######## stream_argmax_int32_flat ########
stream_argmax_int32_flat, selected gate families:
Drawn at 3 px/µm.
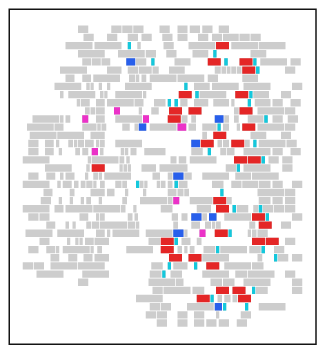

==> src/rtl/argmax_pkg.sv <==
// Shared types and default widths for the streaming signed max/argmax reducer.
package argmax_pkg;

  localparam int ARGMAX_WIDTH     = 32;
  localparam int ARGMAX_IDX_WIDTH = 16;

  typedef enum logic [1:0] {
    ST_IDLE  = 2'd0,
    ST_ACCUM = 2'd1,
    ST_DONE  = 2'd2
  } state_e;

endpackage

==> src/rtl/stream_argmax_int32_if.sv <==
// Input beat stream and result stream of the argmax reducer, bundled in one interface.
interface stream_argmax_int32_if
  import argmax_pkg::*;
#(
  parameter int WIDTH     = ARGMAX_WIDTH,
  parameter int IDX_WIDTH = ARGMAX_IDX_WIDTH
) ();

  logic                 in_valid;
  logic                 in_ready;
  logic [WIDTH-1:0]     in_data;
  logic                 in_last;
  logic                 out_valid;
  logic                 out_ready;
  logic [WIDTH-1:0]     out_max;
  logic [IDX_WIDTH-1:0] out_idx;
  logic                 out_ovf;

  modport master (
    output in_valid, in_data, in_last, out_ready,
    input  in_ready, out_valid, out_max, out_idx, out_ovf
  );

  modport slave (
    input  in_valid, in_data, in_last, out_ready,
    output in_ready, out_valid, out_max, out_idx, out_ovf
  );

endinterface

==> src/rtl/gt_int_nbit.sv <==
// Strict two's-complement greater-than: Y = (A >s B).
module gt_int_nbit #(
  parameter int WIDTH     = 32,
  parameter int IMPL_TYPE = 0
) (
  input  logic [WIDTH-1:0] A,
  input  logic [WIDTH-1:0] B,
  output logic             Y
);

  generate
    if (IMPL_TYPE == 0) begin : g_signed
      assign Y = $signed(A) > $signed(B);
    end else begin : g_biased
      // Inverting the sign bit maps two's-complement order onto unsigned order.
      assign Y = {~A[WIDTH-1], A[WIDTH-2:0]} > {~B[WIDTH-1], B[WIDTH-2:0]};
    end
  endgenerate

endmodule

==> src/rtl/stream_argmax_int32.sv <==
// Per-frame signed maximum and first-occurrence index of a valid/ready beat stream.
module stream_argmax_int32
  import argmax_pkg::*;
#(
  parameter int WIDTH     = ARGMAX_WIDTH,
  parameter int IDX_WIDTH = ARGMAX_IDX_WIDTH,
  parameter int IMPL_TYPE = 0
) (
  input  logic                 clk,
  input  logic                 rst,
  stream_argmax_int32_if.slave bus
);

  state_e               state_q, state_d;
  logic [WIDTH-1:0]     max_q, max_d;
  logic [IDX_WIDTH-1:0] idx_q, idx_d;
  logic [IDX_WIDTH:0]   cnt_q, cnt_d;
  logic                 ovf_q, ovf_d;
  logic                 gt;
  logic                 beat_fire;
  logic                 past_range;

  gt_int_nbit #(
    .WIDTH    (WIDTH),
    .IMPL_TYPE(IMPL_TYPE)
  ) u_gt (
    .A(bus.in_data),
    .B(max_q),
    .Y(gt)
  );

  assign bus.in_ready  = (state_q != ST_DONE) && !rst;
  assign bus.out_valid = (state_q == ST_DONE);
  assign bus.out_max   = max_q;
  assign bus.out_idx   = idx_q;
  assign bus.out_ovf   = ovf_q;

  assign beat_fire  = bus.in_valid && bus.in_ready;
  // The counter MSB marks beats whose index no longer fits in IDX_WIDTH bits.
  assign past_range = cnt_q[IDX_WIDTH];

  always_comb begin
    state_d = state_q;
    max_d   = max_q;
    idx_d   = idx_q;
    cnt_d   = cnt_q;
    ovf_d   = ovf_q;
    case (state_q)
      ST_IDLE: begin
        if (beat_fire) begin
          max_d   = bus.in_data;
          idx_d   = '0;
          cnt_d   = {{IDX_WIDTH{1'b0}}, 1'b1};
          ovf_d   = 1'b0;
          state_d = bus.in_last ? ST_DONE : ST_ACCUM;
        end
      end
      ST_ACCUM: begin
        if (beat_fire) begin
          if (past_range) begin
            ovf_d = 1'b1;
          end
          if (gt) begin
            max_d = bus.in_data;
            idx_d = past_range ? {IDX_WIDTH{1'b1}} : cnt_q[IDX_WIDTH-1:0];
          end
          if (!past_range) begin
            cnt_d = cnt_q + {{IDX_WIDTH{1'b0}}, 1'b1};
          end
          if (bus.in_last) begin
            state_d = ST_DONE;
          end
        end
      end
      ST_DONE: begin
        if (bus.out_ready) begin
          state_d = ST_IDLE;
        end
      end
      default: state_d = ST_IDLE;
    endcase
  end

  always_ff @(posedge clk or posedge rst) begin
    if (rst) begin
      state_q <= ST_IDLE;
      max_q   <= '0;
      idx_q   <= '0;
      cnt_q   <= '0;
      ovf_q   <= 1'b0;
    end else begin
      state_q <= state_d;
      max_q   <= max_d;
      idx_q   <= idx_d;
      cnt_q   <= cnt_d;
      ovf_q   <= ovf_d;
    end
  end

endmodule

==> src/flat_wrapper.sv <==
// flat-port wrapper written by rule: the top's interface ports become plain ports
module stream_argmax_int32_flat import argmax_pkg::*;
#(
  parameter int WIDTH     = ARGMAX_WIDTH,
  parameter int IDX_WIDTH = ARGMAX_IDX_WIDTH,
  parameter int IMPL_TYPE = 0
)
  (clk, rst, bus_in_valid, bus_in_data, bus_in_last, bus_out_ready, bus_in_ready, bus_out_valid, bus_out_max, bus_out_idx, bus_out_ovf);
  stream_argmax_int32_if #(.WIDTH(WIDTH), .IDX_WIDTH(IDX_WIDTH)) bus_i ();
  input  logic clk;
  input  logic rst;
  input wire logic [$bits(bus_i.in_valid)-1:0] bus_in_valid;
  input wire logic [$bits(bus_i.in_data)-1:0] bus_in_data;
  input wire logic [$bits(bus_i.in_last)-1:0] bus_in_last;
  input wire logic [$bits(bus_i.out_ready)-1:0] bus_out_ready;
  output wire logic [$bits(bus_i.in_ready)-1:0] bus_in_ready;
  output wire logic [$bits(bus_i.out_valid)-1:0] bus_out_valid;
  output wire logic [$bits(bus_i.out_max)-1:0] bus_out_max;
  output wire logic [$bits(bus_i.out_idx)-1:0] bus_out_idx;
  output wire logic [$bits(bus_i.out_ovf)-1:0] bus_out_ovf;
  assign bus_i.in_valid = bus_in_valid;
  assign bus_i.in_data = bus_in_data;
  assign bus_i.in_last = bus_in_last;
  assign bus_i.out_ready = bus_out_ready;
  assign bus_in_ready = bus_i.in_ready;
  assign bus_out_valid = bus_i.out_valid;
  assign bus_out_max = bus_i.out_max;
  assign bus_out_idx = bus_i.out_idx;
  assign bus_out_ovf = bus_i.out_ovf;
  stream_argmax_int32 #(.WIDTH(WIDTH), .IDX_WIDTH(IDX_WIDTH), .IMPL_TYPE(IMPL_TYPE)) u_core (.clk(clk), .rst(rst), .bus(bus_i));
endmodule
==> config.mk <==
export PLATFORM = sky130hd
export DESIGN_NAME = stream_argmax_int32_flat
export DESIGN_NICKNAME = d
export VERILOG_FILES = /design/src/rtl/argmax_pkg.sv /design/src/rtl/stream_argmax_int32_if.sv /design/src/rtl/gt_int_nbit.sv /design/src/rtl/stream_argmax_int32.sv /design/src/flat_wrapper.sv
export SDC_FILE = /design/constraint.sdc
export NUM_CORES = 1
export LEC_CHECK = 0
export CORE_ASPECT_RATIO = 1.1
export CORE_MARGIN = 4
export CORE_UTILIZATION = 40
export DETAILED_ROUTE_END_ITERATION = 8
export PLACE_DENSITY = 0.66
export SYNTH_ARGS = -nofsm -noshare
export SYNTH_HDL_FRONTEND = slang
export SYNTH_SLANG_ARGS = --single-unit
==> constraint.sdc <==
create_clock -name clk -period 5.5 [get_ports clk]
set_clock_uncertainty 0.1 [all_clocks]
set_input_delay 0.825 -clock clk [delete_from_list [all_inputs] [get_ports clk]]
set_output_delay 0.825 -clock clk [all_outputs]
set_load 0.01 [all_outputs]
######## sequence_generator_flat ########
==> src/rtl/sequence_generator_if.sv <==
// Request/stream bundle between a frame requester and the sequence generator.
// Purely structural: carries start/pattern/repeat_count in and the serial stream out.
// No flow control; the requester watches busy/done.
`timescale 1ns/1ps
interface sequence_generator_if #(
    parameter int SEQ_LEN = 4
) ();
    logic               start;
    logic [SEQ_LEN-1:0] pattern;
    logic [2:0]         repeat_count;
    logic               data_out;
    logic               valid;
    logic               busy;
    logic               done;
    logic [2:0]         state_out;

    // requester side
    modport master (
        output start, pattern, repeat_count,
        input  data_out, valid, busy, done, state_out
    );

    // generator side
    modport slave (
        input  start, pattern, repeat_count,
        output data_out, valid, busy, done, state_out
    );
endinterface

==> src/rtl/sequence_generator.sv <==
// Serializes a latched pattern MSB first, repeat_count+1 frames back-to-back, then pulses done.
// Latency: first valid bit one cycle after start is accepted; each bit held CYCLES_PER_BIT cycles.
// No backpressure: start is only sampled in IDLE and is dropped (not queued) while busy.
`timescale 1ns/1ps
module sequence_generator #(
    parameter int SEQ_LEN        = 4,
    parameter int CYCLES_PER_BIT = 1
) (
    input  logic                 clk,
    input  logic                 reset,
    sequence_generator_if.slave  bus
);
    localparam int               IDX_W     = (SEQ_LEN > 1) ? $clog2(SEQ_LEN) : 1;
    localparam logic [IDX_W-1:0] FIRST_IDX = IDX_W'(SEQ_LEN - 1);
    localparam logic [3:0]       HOLD_MAX  = 4'(CYCLES_PER_BIT - 1);

    typedef enum logic [2:0] {
        IDLE = 3'd0,
        SEND = 3'd1,
        DONE = 3'd2
    } state_t;

    state_t             state_q, state_d;
    logic [SEQ_LEN-1:0] pat_q, pat_d;
    logic [2:0]         frames_q, frames_d;
    logic [IDX_W-1:0]   idx_q, idx_d;
    logic [3:0]         hold_q, hold_d;

    // State and datapath registers; reset clears everything including the latched frame.
    always_ff @(posedge clk) begin
        if (reset) begin
            state_q  <= IDLE;
            pat_q    <= '0;
            frames_q <= '0;
            idx_q    <= '0;
            hold_q   <= '0;
        end else begin
            state_q  <= state_d;
            pat_q    <= pat_d;
            frames_q <= frames_d;
            idx_q    <= idx_d;
            hold_q   <= hold_d;
        end
    end

    // Next-state / next-counter logic. The bit index counts down so pat_q[idx_q] is MSB first.
    always_comb begin
        state_d  = state_q;
        pat_d    = pat_q;
        frames_d = frames_q;
        idx_d    = idx_q;
        hold_d   = hold_q;
        case (state_q)
            IDLE: begin
                if (bus.start) begin
                    state_d  = SEND;
                    pat_d    = bus.pattern;
                    frames_d = bus.repeat_count;
                    idx_d    = FIRST_IDX;
                    hold_d   = '0;
                end
            end
            SEND: begin
                if (hold_q == HOLD_MAX) begin
                    hold_d = '0;
                    if (idx_q == '0) begin
                        if (frames_q == '0) begin
                            state_d = DONE;
                        end else begin
                            // wrap straight into the next frame with no gap cycle
                            frames_d = frames_q - 3'd1;
                            idx_d    = FIRST_IDX;
                        end
                    end else begin
                        idx_d = idx_q - 1'b1;
                    end
                end else begin
                    hold_d = hold_q + 4'd1;
                end
            end
            DONE: begin
                state_d = IDLE;
            end
            default: begin
                state_d = IDLE;
            end
        endcase
    end

    // Moore outputs: decoded from registered state and counters only.
    always_comb begin
        bus.valid     = 1'b0;
        bus.data_out  = 1'b0;
        bus.done      = 1'b0;
        bus.busy      = (state_q != IDLE);
        bus.state_out = state_q;
        if (state_q == SEND) begin
            bus.valid    = 1'b1;
            bus.data_out = pat_q[idx_q];
        end
        if (state_q == DONE) begin
            bus.done = 1'b1;
        end
    end
endmodule

==> src/flat_wrapper.sv <==
// flat-port wrapper written by rule: the top's interface ports become plain ports
module sequence_generator_flat 
#(
    parameter int SEQ_LEN        = 4,
    parameter int CYCLES_PER_BIT = 1
)
  (clk, reset, bus_start, bus_pattern, bus_repeat_count, bus_data_out, bus_valid, bus_busy, bus_done, bus_state_out);
  sequence_generator_if #(.SEQ_LEN(SEQ_LEN)) bus_i ();
  input  logic clk;
  input  logic reset;
  input wire logic [$bits(bus_i.start)-1:0] bus_start;
  input wire logic [$bits(bus_i.pattern)-1:0] bus_pattern;
  input wire logic [$bits(bus_i.repeat_count)-1:0] bus_repeat_count;
  output wire logic [$bits(bus_i.data_out)-1:0] bus_data_out;
  output wire logic [$bits(bus_i.valid)-1:0] bus_valid;
  output wire logic [$bits(bus_i.busy)-1:0] bus_busy;
  output wire logic [$bits(bus_i.done)-1:0] bus_done;
  output wire logic [$bits(bus_i.state_out)-1:0] bus_state_out;
  assign bus_i.start = bus_start;
  assign bus_i.pattern = bus_pattern;
  assign bus_i.repeat_count = bus_repeat_count;
  assign bus_data_out = bus_i.data_out;
  assign bus_valid = bus_i.valid;
  assign bus_busy = bus_i.busy;
  assign bus_done = bus_i.done;
  assign bus_state_out = bus_i.state_out;
  sequence_generator #(.SEQ_LEN(SEQ_LEN), .CYCLES_PER_BIT(CYCLES_PER_BIT)) u_core (.clk(clk), .reset(reset), .bus(bus_i));
endmodule
==> config.mk <==
export PLATFORM = sky130hd
export DESIGN_NAME = sequence_generator_flat
export DESIGN_NICKNAME = d
export VERILOG_FILES = /design/src/rtl/sequence_generator_if.sv /design/src/rtl/sequence_generator.sv /design/src/flat_wrapper.sv
export SDC_FILE = /design/constraint.sdc
export NUM_CORES = 1
export LEC_CHECK = 0
export CORE_MARGIN = 2
export CORE_UTILIZATION = 24
export CTS_CLUSTER_DIAMETER = 120
export DETAILED_ROUTE_END_ITERATION = 10
export SLEW_MARGIN = 20
export SYNTH_ARGS = -nofsm -noshare
export SYNTH_HDL_FRONTEND = slang
export SYNTH_SLANG_ARGS = --single-unit
==> constraint.sdc <==
create_clock -name clk -period 1.7 [get_ports clk]
set_input_delay 0.34 -clock clk [delete_from_list [all_inputs] [get_ports clk]]
set_output_delay 0.34 -clock clk [all_outputs]
set_load 0.01 [all_outputs]
######## mem_port_arbiter ########
==> src/rtl/mem_arb_pkg.sv <==
// mem_arb_pkg
// Shared types and constants for the instruction/data memory-port arbiter.
//   state_e       : arbiter FSM states (IDLE, BUSY, RESP)
//   owner_e       : which requester owns the in-flight transaction
//   ADDR_W_DEFAULT: default physical address width (Sv32 PA)
//   TIMEOUT_RDATA : read data returned to the owner on a watchdog timeout
package mem_arb_pkg;

  typedef enum logic [1:0] {
    IDLE = 2'd0,
    BUSY = 2'd1,
    RESP = 2'd2
  } state_e;

  typedef enum logic {
    OWN_I = 1'b0,
    OWN_D = 1'b1
  } owner_e;

  localparam int          ADDR_W_DEFAULT = 34;
  localparam logic [31:0] TIMEOUT_RDATA  = 32'h0000_0000;

endpackage

==> src/rtl/arb_rr2.sv <==
// arb_rr2
// Combinational two-requester picker.
//   req_i, req_d : request lines
//   last_grant   : side that received the previous grant
//   fixed_prio_d : 1 = D wins simultaneous requests, 0 = alternate
//   gnt_valid    : at least one request present
//   gnt_owner    : selected side (meaningful only with gnt_valid)
module arb_rr2
  import mem_arb_pkg::*;
(
  input  logic   req_i,
  input  logic   req_d,
  input  owner_e last_grant,
  input  logic   fixed_prio_d,
  output logic   gnt_valid,
  output owner_e gnt_owner
);

  // Pick the winner; on a tie hand the grant to the side that waited last time.
  always_comb begin
    gnt_valid = req_i | req_d;
    gnt_owner = OWN_I;
    if (req_i && req_d) begin
      if (fixed_prio_d) begin
        gnt_owner = OWN_D;
      end else if (last_grant == OWN_I) begin
        gnt_owner = OWN_D;
      end else begin
        gnt_owner = OWN_I;
      end
    end else if (req_d) begin
      gnt_owner = OWN_D;
    end else begin
      gnt_owner = OWN_I;
    end
  end

endmodule

==> src/rtl/mem_port_arbiter.sv <==
// mem_port_arbiter
// Shares one physical memory port between the I-side and D-side MMU/caches.
// One request is latched at a time, driven on the memory bus until mem_ready
// (or a watchdog timeout), and answered with a one-cycle ready to its owner.
//   clk, resetn                      : clock, synchronous active-low reset
//   i_*/d_* valid,wstrb,addr,wdata   : requester inputs (sampled in IDLE only)
//   i_*/d_* ready,rdata,err          : per-side completion, data, timeout flag
//   mem_valid,wstrb,addr,wdata       : latched request toward memory
//   mem_ready, mem_rdata             : memory completion and read data
//   busy, timeout_err                : status; timeout pulse with errored ready
//   i_grant_count, d_grant_count     : wrapping per-side grant counters
module mem_port_arbiter
  import mem_arb_pkg::*;
#(
  parameter int ADDR_W         = ADDR_W_DEFAULT,
  parameter int TIMEOUT_CYCLES = 1024,
  parameter bit FIXED_PRIO_D   = 1'b0
) (
  input  logic              clk,
  input  logic              resetn,
  input  logic              i_valid,
  input  logic [3:0]        i_wstrb,
  input  logic [ADDR_W-1:0] i_addr,
  input  logic [31:0]       i_wdata,
  output logic              i_ready,
  output logic [31:0]       i_rdata,
  output logic              i_err,
  input  logic              d_valid,
  input  logic [3:0]        d_wstrb,
  input  logic [ADDR_W-1:0] d_addr,
  input  logic [31:0]       d_wdata,
  output logic              d_ready,
  output logic [31:0]       d_rdata,
  output logic              d_err,
  output logic              mem_valid,
  input  logic              mem_ready,
  output logic [3:0]        mem_wstrb,
  output logic [ADDR_W-1:0] mem_addr,
  output logic [31:0]       mem_wdata,
  input  logic [31:0]       mem_rdata,
  output logic              busy,
  output logic              timeout_err,
  output logic [31:0]       i_grant_count,
  output logic [31:0]       d_grant_count
);

  // A zero TIMEOUT_CYCLES disables the watchdog entirely.
  localparam bit          WD_EN   = (TIMEOUT_CYCLES != 0);
  localparam logic [31:0] WD_LAST = WD_EN ? 32'(TIMEOUT_CYCLES - 1) : 32'd0;

  state_e            state_q, state_d;
  owner_e            owner_q, owner_d;
  owner_e            last_q, last_d;
  logic              err_q, err_d;
  logic [31:0]       wd_q, wd_d;
  logic [3:0]        wstrb_q, wstrb_d;
  logic [ADDR_W-1:0] addr_q, addr_d;
  logic [31:0]       wdata_q, wdata_d;
  logic [31:0]       i_rdata_q, i_rdata_d;
  logic [31:0]       d_rdata_q, d_rdata_d;
  logic [31:0]       i_cnt_q, i_cnt_d;
  logic [31:0]       d_cnt_q, d_cnt_d;

  logic   gnt_valid;
  owner_e gnt_owner;

  arb_rr2 u_pick (
    .req_i        (i_valid),
    .req_d        (d_valid),
    .last_grant   (last_q),
    .fixed_prio_d (FIXED_PRIO_D),
    .gnt_valid    (gnt_valid),
    .gnt_owner    (gnt_owner)
  );

  // Next-state logic: grant in IDLE, wait for memory or watchdog in BUSY.
  always_comb begin
    state_d   = state_q;
    owner_d   = owner_q;
    last_d    = last_q;
    err_d     = err_q;
    wd_d      = wd_q;
    wstrb_d   = wstrb_q;
    addr_d    = addr_q;
    wdata_d   = wdata_q;
    i_rdata_d = i_rdata_q;
    d_rdata_d = d_rdata_q;
    i_cnt_d   = i_cnt_q;
    d_cnt_d   = d_cnt_q;
    case (state_q)
      IDLE: begin
        if (gnt_valid) begin
          state_d = BUSY;
          owner_d = gnt_owner;
          last_d  = gnt_owner;
          err_d   = 1'b0;
          wd_d    = 32'd0;
          if (gnt_owner == OWN_D) begin
            wstrb_d = d_wstrb;
            addr_d  = d_addr;
            wdata_d = d_wdata;
            d_cnt_d = d_cnt_q + 32'd1;
          end else begin
            wstrb_d = i_wstrb;
            addr_d  = i_addr;
            wdata_d = i_wdata;
            i_cnt_d = i_cnt_q + 32'd1;
          end
        end else begin
          state_d = IDLE;
        end
      end
      BUSY: begin
        if (mem_ready) begin
          state_d = RESP;
          if (owner_q == OWN_D) begin
            d_rdata_d = mem_rdata;
          end else begin
            i_rdata_d = mem_rdata;
          end
        end else if (WD_EN && (wd_q == WD_LAST)) begin
          // wd_q counts completed BUSY cycles, so this fires on cycle TIMEOUT_CYCLES.
          state_d = RESP;
          err_d   = 1'b1;
          if (owner_q == OWN_D) begin
            d_rdata_d = TIMEOUT_RDATA;
          end else begin
            i_rdata_d = TIMEOUT_RDATA;
          end
        end else begin
          wd_d = wd_q + 32'd1;
        end
      end
      RESP: begin
        state_d = IDLE;
      end
      default: begin
        state_d = IDLE;
      end
    endcase
  end

  // State and datapath registers; reset leaves the round-robin favouring I.
  always_ff @(posedge clk) begin
    if (!resetn) begin
      state_q   <= IDLE;
      owner_q   <= OWN_I;
      last_q    <= OWN_D;
      err_q     <= 1'b0;
      wd_q      <= 32'd0;
      wstrb_q   <= 4'd0;
      addr_q    <= '0;
      wdata_q   <= 32'd0;
      i_rdata_q <= 32'd0;
      d_rdata_q <= 32'd0;
      i_cnt_q   <= 32'd0;
      d_cnt_q   <= 32'd0;
    end else begin
      state_q   <= state_d;
      owner_q   <= owner_d;
      last_q    <= last_d;
      err_q     <= err_d;
      wd_q      <= wd_d;
      wstrb_q   <= wstrb_d;
      addr_q    <= addr_d;
      wdata_q   <= wdata_d;
      i_rdata_q <= i_rdata_d;
      d_rdata_q <= d_rdata_d;
      i_cnt_q   <= i_cnt_d;
      d_cnt_q   <= d_cnt_d;
    end
  end

  // Outputs are pure decodes of registered state, so they carry no input paths.
  assign mem_valid     = (state_q == BUSY);
  assign busy          = (state_q != IDLE);
  assign i_ready       = (state_q == RESP) && (owner_q == OWN_I);
  assign d_ready       = (state_q == RESP) && (owner_q == OWN_D);
  assign i_err         = i_ready && err_q;
  assign d_err         = d_ready && err_q;
  assign timeout_err   = (state_q == RESP) && err_q;
  assign mem_wstrb     = wstrb_q;
  assign mem_addr      = addr_q;
  assign mem_wdata     = wdata_q;
  assign i_rdata       = i_rdata_q;
  assign d_rdata       = d_rdata_q;
  assign i_grant_count = i_cnt_q;
  assign d_grant_count = d_cnt_q;

endmodule

==> config.mk <==
export PLATFORM = sky130hd
export DESIGN_NAME = mem_port_arbiter
export DESIGN_NICKNAME = d
export VERILOG_FILES = /design/src/rtl/mem_arb_pkg.sv /design/src/rtl/arb_rr2.sv /design/src/rtl/mem_port_arbiter.sv
export SDC_FILE = /design/constraint.sdc
export NUM_CORES = 1
export LEC_CHECK = 0
export CAP_MARGIN = 15
export CORE_MARGIN = 1.5
export CORE_UTILIZATION = 46
export CTS_CLUSTER_DIAMETER = 30
export DETAILED_ROUTE_END_ITERATION = 10
export PLACE_DENSITY = 0.82
export SLEW_MARGIN = 5
export SYNTH_ARGS = -nofsm -noshare
export SYNTH_HDL_FRONTEND = slang
export SYNTH_HIERARCHICAL = 1
export SYNTH_SLANG_ARGS = --single-unit
==> constraint.sdc <==
create_clock -name clk -period 4.5 [get_ports clk]
set_input_delay 0.9 -clock clk [delete_from_list [all_inputs] [get_ports clk]]
set_output_delay 0.9 -clock clk [all_outputs]
set_load 0.02 [all_outputs]
######## usb_fs_line_rx ########
$ cat config.mk
export PLATFORM = sky130hd
export DESIGN_NAME = usb_fs_line_rx
export DESIGN_NICKNAME = d
export VERILOG_FILES = /design/src/rtl/usb_fs_line_rx.sv
export SDC_FILE = /design/constraint.sdc
export NUM_CORES = 1
export LEC_CHECK = 0
export CAP_MARGIN = 25
export CORE_UTILIZATION = 58
export DETAILED_ROUTE_END_ITERATION = 12
export MAX_ROUTING_LAYER = met4
export PLACE_DENSITY = 0.74
export SLEW_MARGIN = 5
export SYNTH_ARGS = -nofsm -noshare
export SYNTH_HDL_FRONTEND = slang
export SYNTH_SLANG_ARGS = --single-unit
$ cat constraint.sdc
create_clock -name clk_48mhz -period 2.2 [get_ports clk_48mhz]
set_input_delay 0.44 -clock clk_48mhz [delete_from_list [all_inputs] [get_ports clk_48mhz]]
set_output_delay 0.44 -clock clk_48mhz [all_outputs]
set_load 0.02 [all_outputs]
$ cat src/rtl/usb_fs_line_rx.sv
// Full-speed USB receive front end: synchronizes D+/D-, recovers bit timing from
// line transitions, NRZI-decodes, removes stuff bits and frames packets.
module usb_fs_line_rx #(
    parameter int unsigned BUS_RESET_CYCLES = 480
) (
    input  logic clk_48mhz,
    input  logic reset,
    input  logic usb_p_rx,
    input  logic usb_n_rx,
    output logic pkt_start,
    output logic bit_strobe,
    output logic bit_data,
    output logic pkt_end,
    output logic stuff_err,
    output logic bus_reset
);
    localparam int unsigned BRW = $clog2(BUS_RESET_CYCLES + 1);
    localparam logic [BRW-1:0] BR_MAX = BRW'(BUS_RESET_CYCLES);

    typedef enum logic [1:0] {LS_J, LS_K, LS_SE0} line_e;
    typedef enum logic [1:0] {ST_IDLE, ST_SYNC, ST_DATA, ST_EOP} state_e;

    logic           p_meta_q, p_sync_q, n_meta_q, n_sync_q;
    line_e          line_q, line_d;
    line_e          prev_q, prev_d;
    logic [1:0]     phase_q, phase_d;
    state_e         state_q, state_d;
    logic [2:0]     zeros_q, zeros_d;
    logic [2:0]     ones_q, ones_d;
    logic [BRW-1:0] br_cnt_q, br_cnt_d;
    logic           bus_reset_q, bus_reset_d;
    logic           start_q, start_d, strobe_q, strobe_d, data_q, data_d;
    logic           end_q, end_d, err_q, err_d;
    logic           sample, nrzi_bit;

    // SE1 carries no information, so it keeps the previous line state
    always_comb begin
        unique case ({p_sync_q, n_sync_q})
            2'b10:   line_d = LS_J;
            2'b01:   line_d = LS_K;
            2'b00:   line_d = LS_SE0;
            default: line_d = line_q;
        endcase
        phase_d = (line_d != line_q) ? '0 : phase_q + 2'd1;
    end

    assign sample   = (phase_q == 2'd2);
    assign nrzi_bit = (line_q == prev_q);

    always_comb begin
        if (p_sync_q || n_sync_q)
            br_cnt_d = '0;
        else if (br_cnt_q == BR_MAX)
            br_cnt_d = br_cnt_q;
        else
            br_cnt_d = br_cnt_q + BRW'(1);
        bus_reset_d = (br_cnt_d == BR_MAX);
    end

    always_comb begin
        state_d  = state_q;
        zeros_d  = zeros_q;
        ones_d   = ones_q;
        prev_d   = prev_q;
        start_d  = 1'b0;
        strobe_d = 1'b0;
        data_d   = 1'b0;
        end_d    = 1'b0;
        err_d    = 1'b0;
        if (sample && line_q != LS_SE0)
            prev_d = line_q;
        if (sample) begin
            unique case (state_q)
                ST_IDLE: begin
                    if (line_q == LS_K) begin
                        state_d = ST_SYNC;
                        zeros_d = '0;
                    end
                end
                ST_SYNC: begin
                    if (line_q == LS_SE0)
                        state_d = ST_IDLE;
                    else if (!nrzi_bit)
                        zeros_d = (zeros_q == 3'd7) ? zeros_q : zeros_q + 3'd1;
                    else if (zeros_q >= 3'd5) begin
                        start_d = 1'b1;
                        ones_d  = '0;
                        state_d = ST_DATA;
                    end else
                        state_d = ST_IDLE;
                end
                ST_DATA: begin
                    if (line_q == LS_SE0)
                        state_d = ST_EOP;
                    else if (ones_q == 3'd6) begin
                        if (nrzi_bit) begin
                            err_d   = 1'b1;
                            state_d = ST_IDLE;
                        end else
                            ones_d = '0;
                    end else begin
                        strobe_d = 1'b1;
                        data_d   = nrzi_bit;
                        ones_d   = nrzi_bit ? ones_q + 3'd1 : '0;
                    end
                end
                ST_EOP: begin
                    unique case (line_q)
                        LS_SE0: state_d = ST_EOP;
                        LS_J: begin
                            end_d   = 1'b1;
                            state_d = ST_IDLE;
                        end
                        default: state_d = ST_IDLE;
                    endcase
                end
                default: state_d = ST_IDLE;
            endcase
        end
        // A bus reset wins over anything the packet framer was doing
        if (bus_reset_q) begin
            state_d  = ST_IDLE;
            start_d  = 1'b0;
            strobe_d = 1'b0;
            data_d   = 1'b0;
            end_d    = 1'b0;
            err_d    = 1'b0;
        end
    end

    always_ff @(posedge clk_48mhz or posedge reset) begin
        if (reset) begin
            p_meta_q    <= 1'b1;
            p_sync_q    <= 1'b1;
            n_meta_q    <= 1'b0;
            n_sync_q    <= 1'b0;
            line_q      <= LS_J;
            prev_q      <= LS_J;
            phase_q     <= '0;
            state_q     <= ST_IDLE;
            zeros_q     <= '0;
            ones_q      <= '0;
            br_cnt_q    <= '0;
            bus_reset_q <= 1'b0;
            start_q     <= 1'b0;
            strobe_q    <= 1'b0;
            data_q      <= 1'b0;
            end_q       <= 1'b0;
            err_q       <= 1'b0;
        end else begin
            p_meta_q    <= usb_p_rx;
            p_sync_q    <= p_meta_q;
            n_meta_q    <= usb_n_rx;
            n_sync_q    <= n_meta_q;
            line_q      <= line_d;
            prev_q      <= prev_d;
            phase_q     <= phase_d;
            state_q     <= state_d;
            zeros_q     <= zeros_d;
            ones_q      <= ones_d;
            br_cnt_q    <= br_cnt_d;
            bus_reset_q <= bus_reset_d;
            start_q     <= start_d;
            strobe_q    <= strobe_d;
            data_q      <= data_d;
            end_q       <= end_d;
            err_q       <= err_d;
        end
    end

    assign pkt_start  = start_q;
    assign bit_strobe = strobe_q;
    assign bit_data   = data_q;
    assign pkt_end    = end_q;
    assign stuff_err  = err_q;
    assign bus_reset  = bus_reset_q;
endmodule
mem_port_arbiter, placement view:
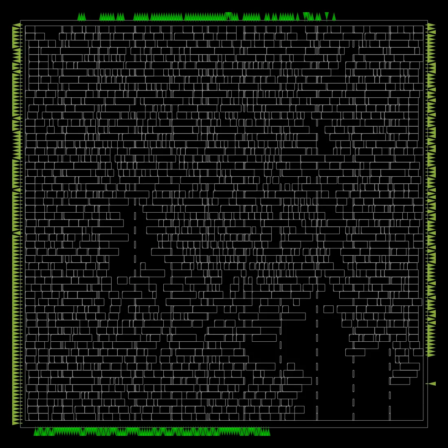
number of cell rows: 55
number of standard cells in the final layout excluding fillers: 1,867
# Taps: 285

==> results.txt, mem_port_arbiter <==
The synthesis and PnR run went through. The CTS log lists the clock sinks for this run as approximately 240. The launch point of the worst register-to-register path is recorded as wd_q[0]. In this design, the critical path's most frequently occurring cell is sky130_fd_sc_hd__nor2b_1. When the netlist entered floorplanning its net count stood at roughly 1,400. The library cells used most frequently in the layout, excluding fill and tap cells, are sky130_fd_sc_hd__clkdlybuf4s50_1 (380), sky130_fd_sc_hd__dfxtp_1 (235), sky130_fd_sc_hd__nor2_1 (143). Overall power of the completed layout landed at 6.64 mW. Count of instantiated cells in the yosys netlist landed at between 1,000 and 1,500. After filler insertion, the fill cell instance count of the layout stands at between 1,500 and 2,000. CTS clock-pin slew for the worst setup and hold paths landed at 0.05 ns. According to the Yosys statistics, the synthesized design has a chip area of about 11,000 µm². The run finished with clean final reports. The initial utilization of the core area, before any placement, comes to 0.467.

The worst-case max-slew headroom was logged as 0.396. For this run, the final setup violation count is recorded as 0. Leakage component of the power landed at between 5 and 6 nW.

The number of antenna diodes in the final layout is 0.
## mem_port_arbiter: power breakdown
group	internal, mW	switching (mW)	leakage [nW]
Clock	2.38	1.17	0.809
Combinational	0.410	0.430	3.16
Sequential	2.18	0.0701	1.91
## mem_port_arbiter: worst max path at each step
stage | startpoint | endpoint | slack [ns] | cells past startpoint
floorplan | i_valid | i_grant_count[30] | 1.84 | 6
global placement | i_valid | d_grant_count[24] | 1.05 | 7
detailed placement | i_valid | d_grant_count[28] | 0.99 | 7
CTS | state_q[1] | i_err | 1.02 | 4
global route | state_q[1] | i_err | 0.92 | 4
finish | state_q[1] | i_err | 1.04 | 4
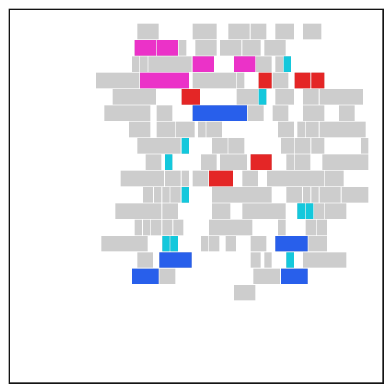
sequence_generator_flat: selected gate families
Drawn at 6 px/µm.
Red stands for and/or cells, cells 6. Cyan stands for inv cells, cells 10, most used inv_1. Magenta stands for mux cells, cells 5, most used mux2i_1, where top center. Blue stands for fa/ha/maj cells, cells 5.
logic gate fraction of the total cell area: 0.424
most frequent logic cell in the layout: sky130_fd_sc_hd__buf_4
number of standard cells in the final layout excluding fillers: 170

==> results.txt, sequence_generator_flat <==
The synthesis and PnR run went through. The run finished with clean final reports. According to the timing report, the critical path is captured at bus_data_out. The core region is ~3300 µm². The synthesized instance count is ~92. After detailed routing, the number of vias per cell comes to 4.46. The die covers between 3000 and 4000 µm². The synthesized netlist occupies a cell area of slightly above 800 µm². The most critical min-delay path falls under flop to flop. The detail route stage leaves a number of antenna-violating nets equal to 0. Global-route met1 utilization landed at 0.118. The final timing report lists a hold violation count of 0.

According to the Yosys statistics, the synthesized design has a chip area of approximately 810 µm². In this run, power in the clock network comes to between 0.2 and 0.25 mW. The detailed router reports a met2 wire length of approximately 1000 µm.

Per the synth stats, the flop cell with the highest instance count is sky130_fd_sc_hd__dfxtp_1. The share of the core area taken by cells at floorplan is 0.246. Inverter count landed at 10. Final-layout setup total negative slack landed at 0 ns.

Total of cells resized after clock tree synthesis landed at 16. Total number of clock tree sinks landed at 15. Looking at the clock tree report, the H-tree level count equals 1.
sequence_generator_flat: critical path, stage by stage, from the launching register on:
cell and delay (ns):
sky130_fd_sc_hd__dfxtp_2 0.34, sky130_fd_sc_hd__mux4_2 0.48, sky130_fd_sc_hd__and2_4 0.15, sky130_fd_sc_hd__buf_6 0.11
sequence_generator_flat: sequential cells by signal (all words and copies together), names as in the netlist:
register / cells
u_core.frames_q: 3
u_core.idx_q: 2
u_core.pat_q: 4
u_core.bus.state_out: 2
u_core.hold_q: 4
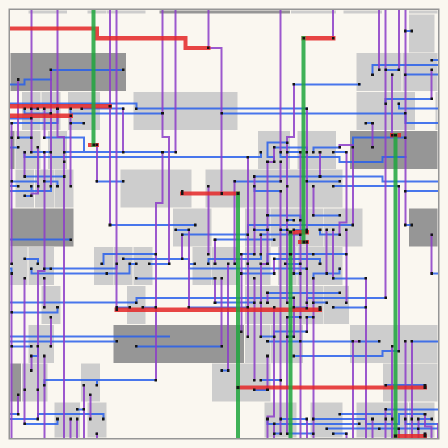
stream_argmax_int32_flat: layout detail
Region (36, 41) to (66, 71) µm. Cells in gray, sequential cells in the stronger gray; small squares are vias.
Purple stands for metal 2. Green stands for metal 4. Red stands for metal 3. Blue stands for metal 1.
Sequential cells in the window: 3. 53 logic cells have their middle in the window. Most frequent: nand2_1 (9), nand3_1 (6).

## Picture notes: 'selected gate families' of stream_argmax_int32_flat
Red stands for fa/ha/maj cells, cells 33, most used ha_1. Blue stands for non-inverting ao/oa cells, cells 9, most used o21a_1, where center. Cyan stands for inv cells, cells 36, most used inv_1. Magenta stands for and/or cells, cells 7, most used or2_2.
most frequent logic cell in the layout: sky130_fd_sc_hd__clkdlybuf4s50_1
number of standard cells in the final layout excluding fillers: 578

==> results.txt, stream_argmax_int32_flat <==
The synthesis and PnR run went through. First-pass iteration count of the detailed router landed at 4. The cell-mix breakdown from Yosys lists the simple-gate area share as 0.143. Stage-log warning count landed at 26. For reference, the critical path is captured by u_core.bus.out_max[16]. STA classifies the critical path startpoint as a primary input.

The number of hold buffers added after CTS was 0. The final max-slew violation count recorded for this run is 0. STA lists the maximum fanout along the critical path as 33. Of the post-synthesis cell area, the dominant cell type holds 0.440.

The top cell types in the final layout, fill and taps aside, are sky130_fd_sc_hd__clkdlybuf4s50_1 (87), sky130_fd_sc_hd__dfrtp_1 (68), sky130_fd_sc_hd__nor2_1 (37). The run finished with clean final reports. CTS clock-pin slew for the worst setup and hold paths landed at roughly 0.080 ns. The detailed router used layers up to and including met4. Detailed-placement wirelength estimate landed at between 6000 and 7000 µm. Fraction of the core area covered by cells at the end of the flow landed at 0.533. The script logs the ratio of routed vias to standard cells as 5.25. Worst path buffer plus inverter count landed at 2.

Power consumed by sequential cells landed at 0.742 mW. Number of antenna diodes landed at 0. For reference, the final report shows the hold violation count at 0. The tree built by TritonCTS fans out to 68 sinks. Stage delay of the slowest cell on the critical path landed at approximately 0.75 ns.

After clock tree synthesis, the setup repair step added 0 buffers.
-- stream_argmax_int32_flat: flip-flops by register name, indices dropped and copies added, names as in the netlist --
register / cells
u_core.cnt_q: 17
u_core.state_q: 2
u_core.bus.out_max: 32
u_core.bus.out_ovf: 1
u_core.bus.out_idx: 16
-- stream_argmax_int32_flat: layout make-up --
type | count | area, µm² | area share
multi-input combinational | 251 | 1930 | 0.386
sequential | 68 | 1700 | 0.340
timing repair buffer | 91 | 913 | 0.182
clock buffer | 11 | 151 | 0.0302
tap | 117 | 146 | 0.0292
inverter | 36 | 135 | 0.0270
clock inverter | 4 | 25.0 | 0.00500
usb_fs_line_rx, selected gate families:
Drawn at 6 px/µm.
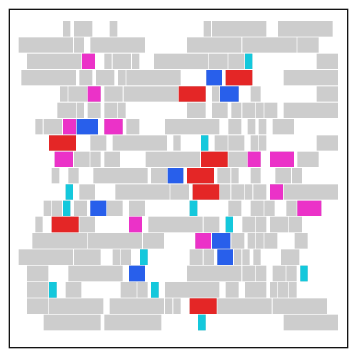
Blue stands for non-inverting ao/oa cells, cells 8, most used a21o_1. Red stands for fa/ha/maj cells, cells 8, most used ha_1. Cyan stands for inv cells, cells 11, most used inv_1. Magenta stands for and/or cells, cells 11, most used and3_1.
most frequent logic cell in the layout: sky130_fd_sc_hd__dfrtp_1
logic gate fraction of the total cell area: 0.428
number of standard cells in the final layout excluding fillers: 215

usb_fs_line_rx, routed metal per tile:
Drawn at 4 px/µm. The die is cut into 11 by 11 equal tiles; dark purple is low, yellow is high, scaled to the fullest tile. Values are wire area over tile area, all layers added.
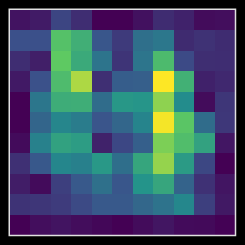
22% of the tiles are over half the peak. 7.4% of the tiles are nearly empty. The emptiest ninth of the die: lower left. The fullest tile reaches 0.49. The mean over all tiles is 0.15.
routed wire length: 2990 µm
routed wirelength normalized by instance count: 13.9 µm
GRT Resource Usage Total: 0.223
routed vias: 1,247

==> results.txt, usb_fs_line_rx <==
The synthesis and PnR run went through. The cell-mix breakdown from Yosys lists the XOR/XNOR area share as 0.0463. Post-route clock period utilization landed at 0.862. For the worst reg-to-reg path, the startpoint reported by OpenROAD is line_q[1].

On met1, the global router reports a usage of 0.273. The flow ran to the end, and the final reports show no timing, DRC or antenna violations. Number of antenna diodes landed at 0. STA lists the endpoint of the worst register-to-register path as ones_q[2]. Signal routing reaches up to met4.

The cell count after synthesis came out at between 150 and 200. The layout summary lists the proportion of cells stronger than drive strength 1 as 0.0870. CTS reports a maximum clock tree buffer depth of 2. Post-synth area from yosys stat landed at 1700 µm².

Global route summary, busiest routing layer listed as met2. For the worst min-delay path, the startpoint reported by OpenROAD is p_meta_q. Hold-check failures listed in the final report amount to 0. The share of total power dissipated in the clock network is 0.230. Area share of fa/ha/maj cells after synthesis landed at 0.0588. Mean number of vias per cell landed at roughly 5.8. Count of instantiated cells in the yosys netlist landed at about 170. The layout report lists the clock-cell share of area as 0.0276.
==> usb_fs_line_rx: worst max-delay path: stages (launching register included) <==
cell	delay (ns)
sky130_fd_sc_hd__dfrtp_1	0.49
sky130_fd_sc_hd__xor2_1	0.22
sky130_fd_sc_hd__nor3_1	0.46
sky130_fd_sc_hd__nand4_1	0.26
sky130_fd_sc_hd__nor3b_1	0.28
sky130_fd_sc_hd__a211o_1	0.14
==> usb_fs_line_rx: flip-flops by register name, indices dropped and copies added, names as in the netlist, 2 cells and up <==
register	cells
ones_q	3
phase_q	2
line_q	2
prev_q	2
zeros_q	3
state_q	2
br_cnt_q	9


## Gallery

Routed metal per tile.
panel A
Drawn at 2 px/µm. The die is cut into 20 by 22 equal tiles; dark purple is low, yellow is high, scaled to the fullest tile. Values are wire area over tile area, all layers added.
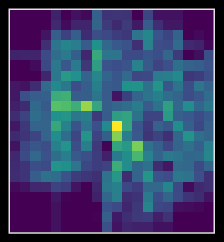
panel B
Drawn at 4 px/µm. The die is cut into 12 by 12 equal tiles; dark purple is low, yellow is high, scaled to the fullest tile. Values are wire area over tile area, all layers added.
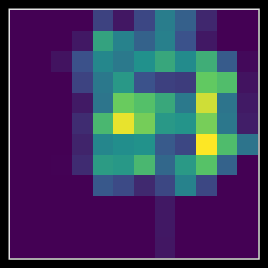
panel C
Drawn at 2 px/µm. The die is cut into 31 by 31 equal tiles; dark purple is low, yellow is high, scaled to the fullest tile. Values are wire area over tile area, all layers added.
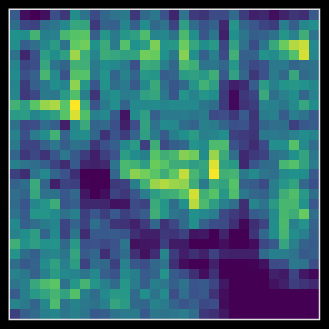
mem_port_arbiter is panel C.
stream_argmax_int32_flat is panel A.
sequence_generator_flat is panel B.
Of these, largest die: panel C

Power and IR drop assume default switching activity.
